=== way_lookup_ctrl ===
way_lookup_ctrl, clock wires, drivers and flops:
Bar = 50 um.
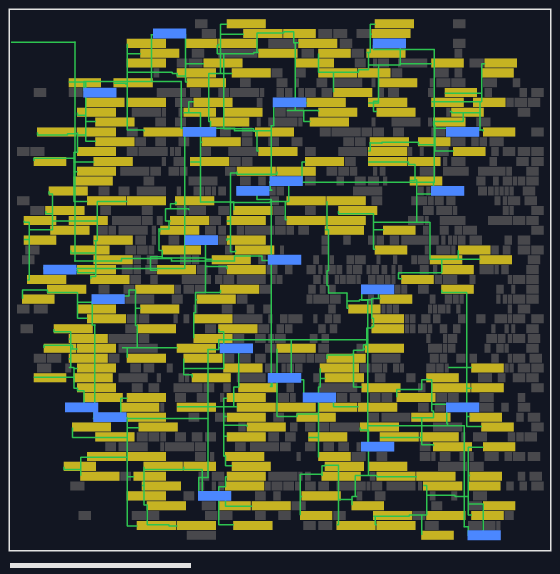

## config.mk

```make
export PLATFORM = sky130hd
export DESIGN_NAME = way_lookup_ctrl
export DESIGN_NICKNAME = d
export VERILOG_FILES = /design/src/rtl/way_lookup_ctrl.sv
export SDC_FILE = /design/constraint.sdc
export NUM_CORES = 1
export LEC_CHECK = 0
export CORE_MARGIN = 1.5
export CORE_UTILIZATION = 50
export DETAILED_ROUTE_END_ITERATION = 10
export MAX_ROUTING_LAYER = met4
export PLACE_DENSITY = 0.67
export SYNTH_ARGS = -nofsm -noshare
export SYNTH_HDL_FRONTEND = slang
export SYNTH_SLANG_ARGS = --single-unit
```

## constraint.sdc

```tcl
create_clock -name clk -period 4.1 [get_ports clk]
set_input_delay 0.41 -clock clk [delete_from_list [all_inputs] [get_ports clk]]
set_output_delay 0.41 -clock clk [all_outputs]
set_load 0.01 [all_outputs]
```

## src/rtl/way_lookup_ctrl.sv

```systemverilog
// way_lookup_ctrl
// Fully-associative tag lookup and miss allocation for one cache set.
// Holds the tag/valid array, returns one response per accepted request and
// drives one-hot hit/allocate pulses to the downstream LRU eviction policy.
// When the set is full on a miss, a victim is requested from that policy.
//
// Ports:
//   clk, reset               clock; asynchronous active-high reset
//   reqValid/reqReady/reqTag lookup request handshake and tag
//   invalidateAll            flush all valid bits (honored in IDLE only)
//   rspValid/rspHit/rspWay   one-cycle response strobe, hit flag, way index
//   rspEvicted/rspEvictTag   miss displaced a valid line, and its tag
//   hitWay/allocateWay       one-hot access pulses to the eviction policy
//   evictReq                 victim request (level, EVICT_WAIT only)
//   evictionTarget/Ready     one-hot victim from the policy and its valid
module way_lookup_ctrl #(
   parameter int NUM_WAYS  = 8,
   parameter int TAG_WIDTH = 20,
   localparam int WAY_W    = $clog2(NUM_WAYS)
) (
   input  logic                 clk,
   input  logic                 reset,
   input  logic                 reqValid,
   output logic                 reqReady,
   input  logic [TAG_WIDTH-1:0] reqTag,
   input  logic                 invalidateAll,
   output logic                 rspValid,
   output logic                 rspHit,
   output logic [WAY_W-1:0]     rspWay,
   output logic                 rspEvicted,
   output logic [TAG_WIDTH-1:0] rspEvictTag,
   output logic [NUM_WAYS-1:0]  hitWay,
   output logic [NUM_WAYS-1:0]  allocateWay,
   output logic                 evictReq,
   input  logic [NUM_WAYS-1:0]  evictionTarget,
   input  logic                 evictionReady
);

   typedef enum logic [1:0] {
      S_IDLE       = 2'd0,
      S_LOOKUP     = 2'd1,
      S_EVICT_WAIT = 2'd2,
      S_RESP       = 2'd3
   } state_t;

   state_t               state_reg, state_next;
   logic [TAG_WIDTH-1:0] tag_reg, tag_next;
   logic [WAY_W-1:0]     way_reg, way_next;
   logic                 hit_reg, hit_next;
   logic                 evicted_reg, evicted_next;
   logic [TAG_WIDTH-1:0] evict_tag_reg, evict_tag_next;
   logic [NUM_WAYS-1:0]  valid_reg, valid_next;
   logic [TAG_WIDTH-1:0] tags_reg [NUM_WAYS];

   logic [NUM_WAYS-1:0]  match;
   logic [WAY_W-1:0]     victim_idx;

   // Lowest set bit wins; also resolves duplicate tags should they ever occur.
   function automatic logic [WAY_W-1:0] lowest_idx(input logic [NUM_WAYS-1:0] v);
      lowest_idx = '0;
      for (int i = NUM_WAYS - 1; i >= 0; i--) begin
         if (v[i]) lowest_idx = WAY_W'(i);
      end
   endfunction

   genvar gi;
   generate
      for (gi = 0; gi < NUM_WAYS; gi++) begin : g_match
         assign match[gi] = valid_reg[gi] && (tags_reg[gi] == tag_reg);
      end
   endgenerate

   assign victim_idx = lowest_idx(evictionTarget);

   always_comb begin
      state_next     = state_reg;
      tag_next       = tag_reg;
      way_next       = way_reg;
      hit_next       = hit_reg;
      evicted_next   = evicted_reg;
      evict_tag_next = evict_tag_reg;
      valid_next     = valid_reg;
      case (state_reg)
         S_IDLE: begin
            if (invalidateAll) begin
               valid_next = '0;
            end else if (reqValid) begin
               tag_next   = reqTag;
               state_next = S_LOOKUP;
            end
         end
         S_LOOKUP: begin
            if (|match) begin
               hit_next       = 1'b1;
               way_next       = lowest_idx(match);
               evicted_next   = 1'b0;
               evict_tag_next = '0;
               state_next     = S_RESP;
            end else if (!(&valid_reg)) begin
               hit_next       = 1'b0;
               way_next       = lowest_idx(~valid_reg);
               evicted_next   = 1'b0;
               evict_tag_next = '0;
               state_next     = S_RESP;
            end else begin
               state_next = S_EVICT_WAIT;
            end
         end
         S_EVICT_WAIT: begin
            // A ready with an empty target is not a usable victim; keep waiting.
            if (evictionReady && (|evictionTarget)) begin
               hit_next       = 1'b0;
               way_next       = victim_idx;
               evicted_next   = 1'b1;
               evict_tag_next = tags_reg[victim_idx];
               state_next     = S_RESP;
            end
         end
         S_RESP: begin
            if (!hit_reg) valid_next[way_reg] = 1'b1;
            state_next = S_IDLE;
         end
         default: state_next = S_IDLE;
      endcase
   end

   always_ff @(posedge clk or posedge reset) begin
      if (reset) begin
         state_reg     <= S_IDLE;
         tag_reg       <= '0;
         way_reg       <= '0;
         hit_reg       <= 1'b0;
         evicted_reg   <= 1'b0;
         evict_tag_reg <= '0;
         valid_reg     <= '0;
      end else begin
         state_reg     <= state_next;
         tag_reg       <= tag_next;
         way_reg       <= way_next;
         hit_reg       <= hit_next;
         evicted_reg   <= evicted_next;
         evict_tag_reg <= evict_tag_next;
         valid_reg     <= valid_next;
      end
   end

   // Tag storage has no reset: contents only matter once the valid bit is set.
   always_ff @(posedge clk) begin
      if (state_reg == S_RESP && !hit_reg) tags_reg[way_reg] <= tag_reg;
   end

   // Outputs decode from state so reset forces them low without waiting for a clock.
   assign reqReady    = (state_reg == S_IDLE) && !invalidateAll && !reset;
   assign rspValid    = (state_reg == S_RESP);
   assign rspHit      = rspValid && hit_reg;
   assign rspWay      = rspValid ? way_reg : '0;
   assign rspEvicted  = rspValid && evicted_reg;
   assign rspEvictTag = rspEvicted ? evict_tag_reg : '0;
   assign hitWay      = (rspValid && hit_reg)  ? (NUM_WAYS'(1) << way_reg) : '0;
   assign allocateWay = (rspValid && !hit_reg) ? (NUM_WAYS'(1) << way_reg) : '0;
   assign evictReq    = (state_reg == S_EVICT_WAIT);

endmodule
```

=== pc_sequencer ===
--- config.mk ---
export PLATFORM = sky130hd
export DESIGN_NAME = pc_sequencer
export DESIGN_NICKNAME = d
export VERILOG_FILES = /design/src/rtl/pc_sequencer.sv
export SDC_FILE = /design/constraint.sdc
export NUM_CORES = 1
export LEC_CHECK = 0
export CORE_MARGIN = 4
export CORE_UTILIZATION = 45
export DETAILED_ROUTE_END_ITERATION = 8
export PLACE_DENSITY_LB_ADDON = 0.3
export SLEW_MARGIN = 5
export SYNTH_ARGS = -nofsm -noshare
export SYNTH_HDL_FRONTEND = slang
export SYNTH_SLANG_ARGS = --single-unit
--- constraint.sdc ---
create_clock -name CLK -period 7.2 [get_ports CLK]
set_input_delay 1.44 -clock CLK [delete_from_list [all_inputs] [get_ports CLK]]
set_output_delay 1.44 -clock CLK [all_outputs]
set_load 0.02 [all_outputs]
--- src/rtl/pc_sequencer.sv ---
// pc_sequencer: program-counter sequencer for the single-cycle CPU.
// Produces the next instruction address from the decoder controls and the branch
// decision bit. Supports conditional relative branches, absolute jumps and call/return
// through a 4-entry return-address stack (RAS), a halt/resume handshake and a
// saturating taken-branch counter. Reset is synchronous and active-high.
//
// Ports:
//   CLK, RST          clock, synchronous active-high reset
//   EN                advance enable (PC and RAS hold when low)
//   PL, JB, MP        branch/jump, jump-vs-branch select, branch condition met
//   CALL, RET         call (push PC+1, go to TARGET), return (pop RAS into PC)
//   OFFSET, TARGET    signed branch displacement, absolute jump/call target
//   HALT_REQ, RESUME  enter / leave the halted state
//   PC                current instruction address
//   HALTED, TAKEN     halted state, previous advancing cycle redirected the PC
//   RAS_FULL/EMPTY    RAS occupancy flags; RAS_ERR sticky over/underflow flag
//   TAKEN_CNT         saturating count of taken conditional branches
module pc_sequencer #(
  parameter int unsigned           PC_WIDTH     = 16,
  parameter logic [PC_WIDTH-1:0]   RESET_VECTOR = '0
) (
  input  logic                CLK,
  input  logic                RST,
  input  logic                EN,
  input  logic                PL,
  input  logic                JB,
  input  logic                MP,
  input  logic                CALL,
  input  logic                RET,
  input  logic [PC_WIDTH-1:0] OFFSET,
  input  logic [PC_WIDTH-1:0] TARGET,
  input  logic                HALT_REQ,
  input  logic                RESUME,
  output logic [PC_WIDTH-1:0] PC,
  output logic                HALTED,
  output logic                TAKEN,
  output logic                RAS_FULL,
  output logic                RAS_EMPTY,
  output logic                RAS_ERR,
  output logic [15:0]         TAKEN_CNT
);

  typedef enum logic [0:0] {StRun, StHalted} state_e;

  localparam logic [2:0] RasDepth = 3'd4;

  state_e              stateQ, stateD;
  logic [PC_WIDTH-1:0] pcQ, pcD;
  logic [PC_WIDTH-1:0] pcInc;
  logic                takenQ, takenD;
  logic [15:0]         cntQ, cntD;
  logic [2:0]          rasCntQ, rasCntD;
  logic                errQ, errD;
  logic                push;
  logic [PC_WIDTH-1:0] rasQ [4];
  logic [1:0]          topIdx;

  assign pcInc  = pcQ + {{(PC_WIDTH-1){1'b0}}, 1'b1};
  // With 4 entries the low two bits wrap to 0, so subtracting 1 still lands on entry 3.
  assign topIdx = rasCntQ[1:0] - 2'd1;

  always_comb begin
    stateD  = stateQ;
    pcD     = pcQ;
    takenD  = 1'b0;
    cntD    = cntQ;
    rasCntD = rasCntQ;
    errD    = errQ;
    push    = 1'b0;
    unique case (stateQ)
      StRun: begin
        if (EN) begin
          if (RET) begin
            if (rasCntQ != 3'd0) begin
              pcD     = rasQ[topIdx];
              rasCntD = rasCntQ - 3'd1;
              takenD  = 1'b1;
            end else begin
              pcD  = pcInc;
              errD = 1'b1;
            end
          end else if (CALL) begin
            pcD    = TARGET;
            takenD = 1'b1;
            if (rasCntQ != RasDepth) begin
              push    = 1'b1;
              rasCntD = rasCntQ + 3'd1;
            end else begin
              errD = 1'b1;
            end
          end else if (PL && JB) begin
            pcD    = TARGET;
            takenD = 1'b1;
          end else if (PL && MP) begin
            pcD    = pcQ + OFFSET;
            takenD = 1'b1;
            if (cntQ != 16'hFFFF) begin
              cntD = cntQ + 16'd1;
            end
          end else begin
            pcD = pcInc;
          end
        end
        // The advancing update above still lands on the edge that enters HALTED.
        if (HALT_REQ) begin
          stateD = StHalted;
        end
      end
      StHalted: begin
        if (RESUME) begin
          stateD = StRun;
        end
      end
      default: stateD = StRun;
    endcase
  end

  always_ff @(posedge CLK) begin
    if (RST) begin
      stateQ  <= StRun;
      pcQ     <= RESET_VECTOR;
      takenQ  <= 1'b0;
      cntQ    <= 16'd0;
      rasCntQ <= 3'd0;
      errQ    <= 1'b0;
    end else begin
      stateQ  <= stateD;
      pcQ     <= pcD;
      takenQ  <= takenD;
      cntQ    <= cntD;
      rasCntQ <= rasCntD;
      errQ    <= errD;
    end
  end

  // Entries are never cleared; the occupancy count alone defines validity.
  always_ff @(posedge CLK) begin
    if (!RST && push) begin
      rasQ[rasCntQ[1:0]] <= pcInc;
    end
  end

  assign PC        = pcQ;
  assign HALTED    = (stateQ == StHalted);
  assign TAKEN     = takenQ;
  assign RAS_FULL  = (rasCntQ == RasDepth);
  assign RAS_EMPTY = (rasCntQ == 3'd0);
  assign RAS_ERR   = errQ;
  assign TAKEN_CNT = cntQ;

endmodule

way_lookup_ctrl, gate-type map:
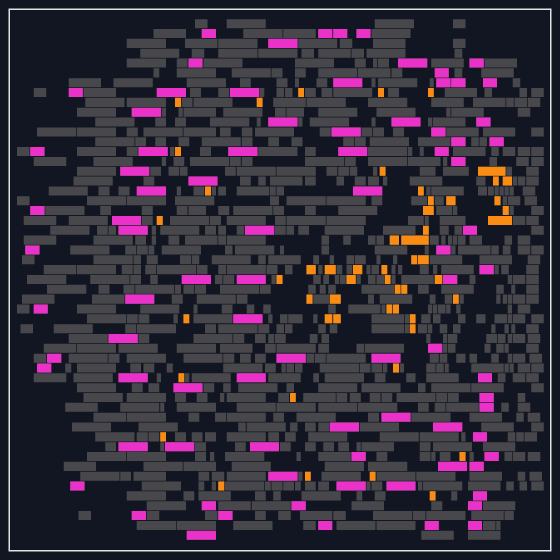
Key: magenta = multiplexers [cells 85, most used mux2_2, where all over the die]; orange = inverting AOI/OAI gates [cells 53, most used a21oi_1]

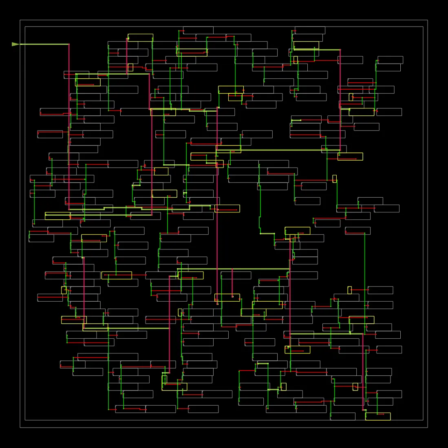
way_lookup_ctrl: clock wiring as the flow saved it
clock buf count: 28
CTS sink cnt: 215
Setup Skew: 0.009467 ns
clock latency (worst-skew pair): 0.51 ns

About 'clock wires, drivers and flops' of way_lookup_ctrl:
Key: green = clock wires [length 2600 um]; blue = cells driving clock nets [count 23]; yellow = flip-flops [count 215]
Position of the flops: all over the die.
Power Clock: 2.08 mW
Clk pwr share: 24.4%

==> ci_impl_report.md, way_lookup_ctrl <==
## Implementation flow summary

| Metric | Value |
|---|---|
| Largest net degree at the start of global routing | 56 |
| Sw frac | 36.43% |
| Sequential power | 3.84 mW |
| Worst ir drop on vdd | 0.3937 mV |
| Register share after synthesis | 57.75% |
| Chip area | 22290 um^2 |
| IO Port Bufs | 76 |
| Family with the most delay on the worst path | simple AND/OR/NAND/NOR gates |
| Setup bufs post-CTS | 0 |
| Vias | 6891 |
| Final instance area | 12500 um^2 |
| Critical path depth in cells | 4 |
| Max-slew violation count | 0 |
| Area grow syn2layout | 16.79% |
| Buffers excl. clock | 91 |
| Logic family by area | multiplexers |
| Routability Congestion | 0.9874 |
| Worst path slowest cell | ha_1 |
| Global route overflow | 0 |
| N_taps | 275 |
| DP HPWL | 20.06 mm |
| Outcome | finished, final reports clean |
| First-pass DRT Iterations | 7 |
| FF-to-FF End | evict_tag_reg[16] |
| Final Non-Filler Cells | 1142 |
| Critical path type | reg2out |
| Crit path buffers/inverters | 1 |
| Hold wc startpoint | evict_tag_reg[5] |
| WL met3 | 2.127 mm |
| Setup crit start | state_reg[0] |
| Crit path cell chain | ha_1 -> nand2b_1 -> nor2_1 -> clkdlybuf4s50_1 |
| Adder share | 0.4676% |
| Worst Hold Depth | 1 |
| Routed Antenna Nets | 0 |
| Clock-cell share | 5.996% |
| Logic inverters | 9 |
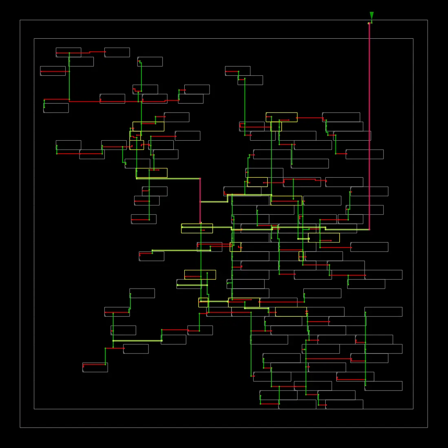
pc_sequencer: clock wiring as the flow saved it
cts bufs inserted: 9
CTS sink cnt: 102
Setup Skew: 0.01012 ns

==> ci_impl_report.md, pc_sequencer <==
## Implementation flow summary

| Metric | Value |
|---|---|
| Fin crit period | 3.802 ns |
| Gr busiest metal | met2 |
| # nets final | 657 |
| Logic family by area | AND-OR/OR-AND gates |
| Final setup vio count | 0 |
| Crit path buffers/inverters | 3 |
| Initial antenna violation count | 0 |
| Mux area share | 7.178% |
| R2r setup slk | 4.61 ns |
| CP max FO | 17 |
| Buffers excl. clock | 82 |
| Worst min path class | reg2reg |
| FF/Latch Area | 2683 um^2 |
| Commonest cells post-synth | edfxtp_1, nor2_1, dfxtp_1, nand2_1, a21oi_1 |
| RSZ-0062 raised after global routing | false |
| Worst path slowest cell | clkdlybuf4s50_1 |
| Max_slew headroom | 38.39% |
| Die width | 119.7 um |
| Top-area cell share | 34.24% |
| Max reg flops | 64 |
| CP endpoint | RAS_EMPTY |
| Ys flop type | edfxtp_1 |
| Fraction of area in registers | 39.35% |
| XOR/XNOR Area Share | 6.086% |
| Max Cap Viol | 0 |
| Most frequent logic cell in the layout | clkdlybuf4s50_1 |
| CP Data Required Time | 5.76 ns |
| # diodes | 0 |
| Register share of total power | 46.1% |
| Worst ir drop on vdd | 0.1192 mV |
| MI comb cells | 383 |
| H-Tree Depth | 3 |
| GR Util All Layers | 20.78% |
| Vias in the first global route | 4422 |
| Outcome | finished, final reports clean |
| Cell Type Count | 54 |
| CTS tree | built |
| DP HPWL | 10.82 mm |
| Largest net degree at the start of global routing | 33 |


==> notes/layouts.md <==
Pictures saved along the way, in no particular order.

Nets reached from selected ports.
(a)
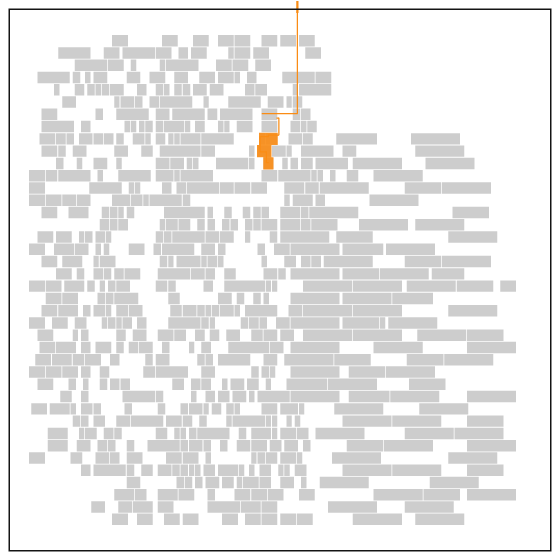
(b)
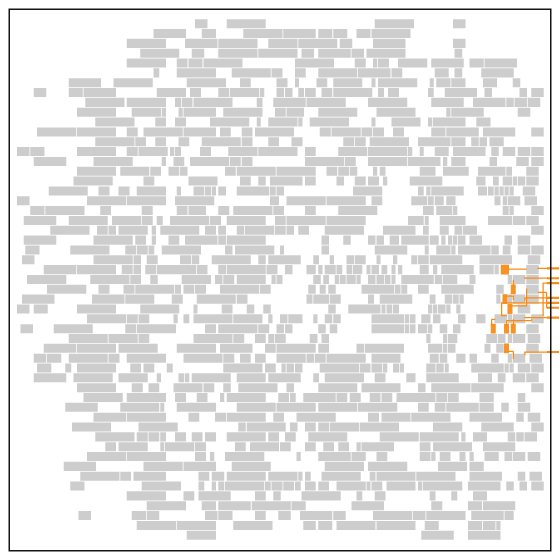
way_lookup_ctrl is (b).
pc_sequencer is (a).

Key to (a):
Key: orange = PL [bits 1, direction input, edge top, end cells 4, buffers 1, wire 46.7 um]

Power is estimated from default activity; no workload was simulated.
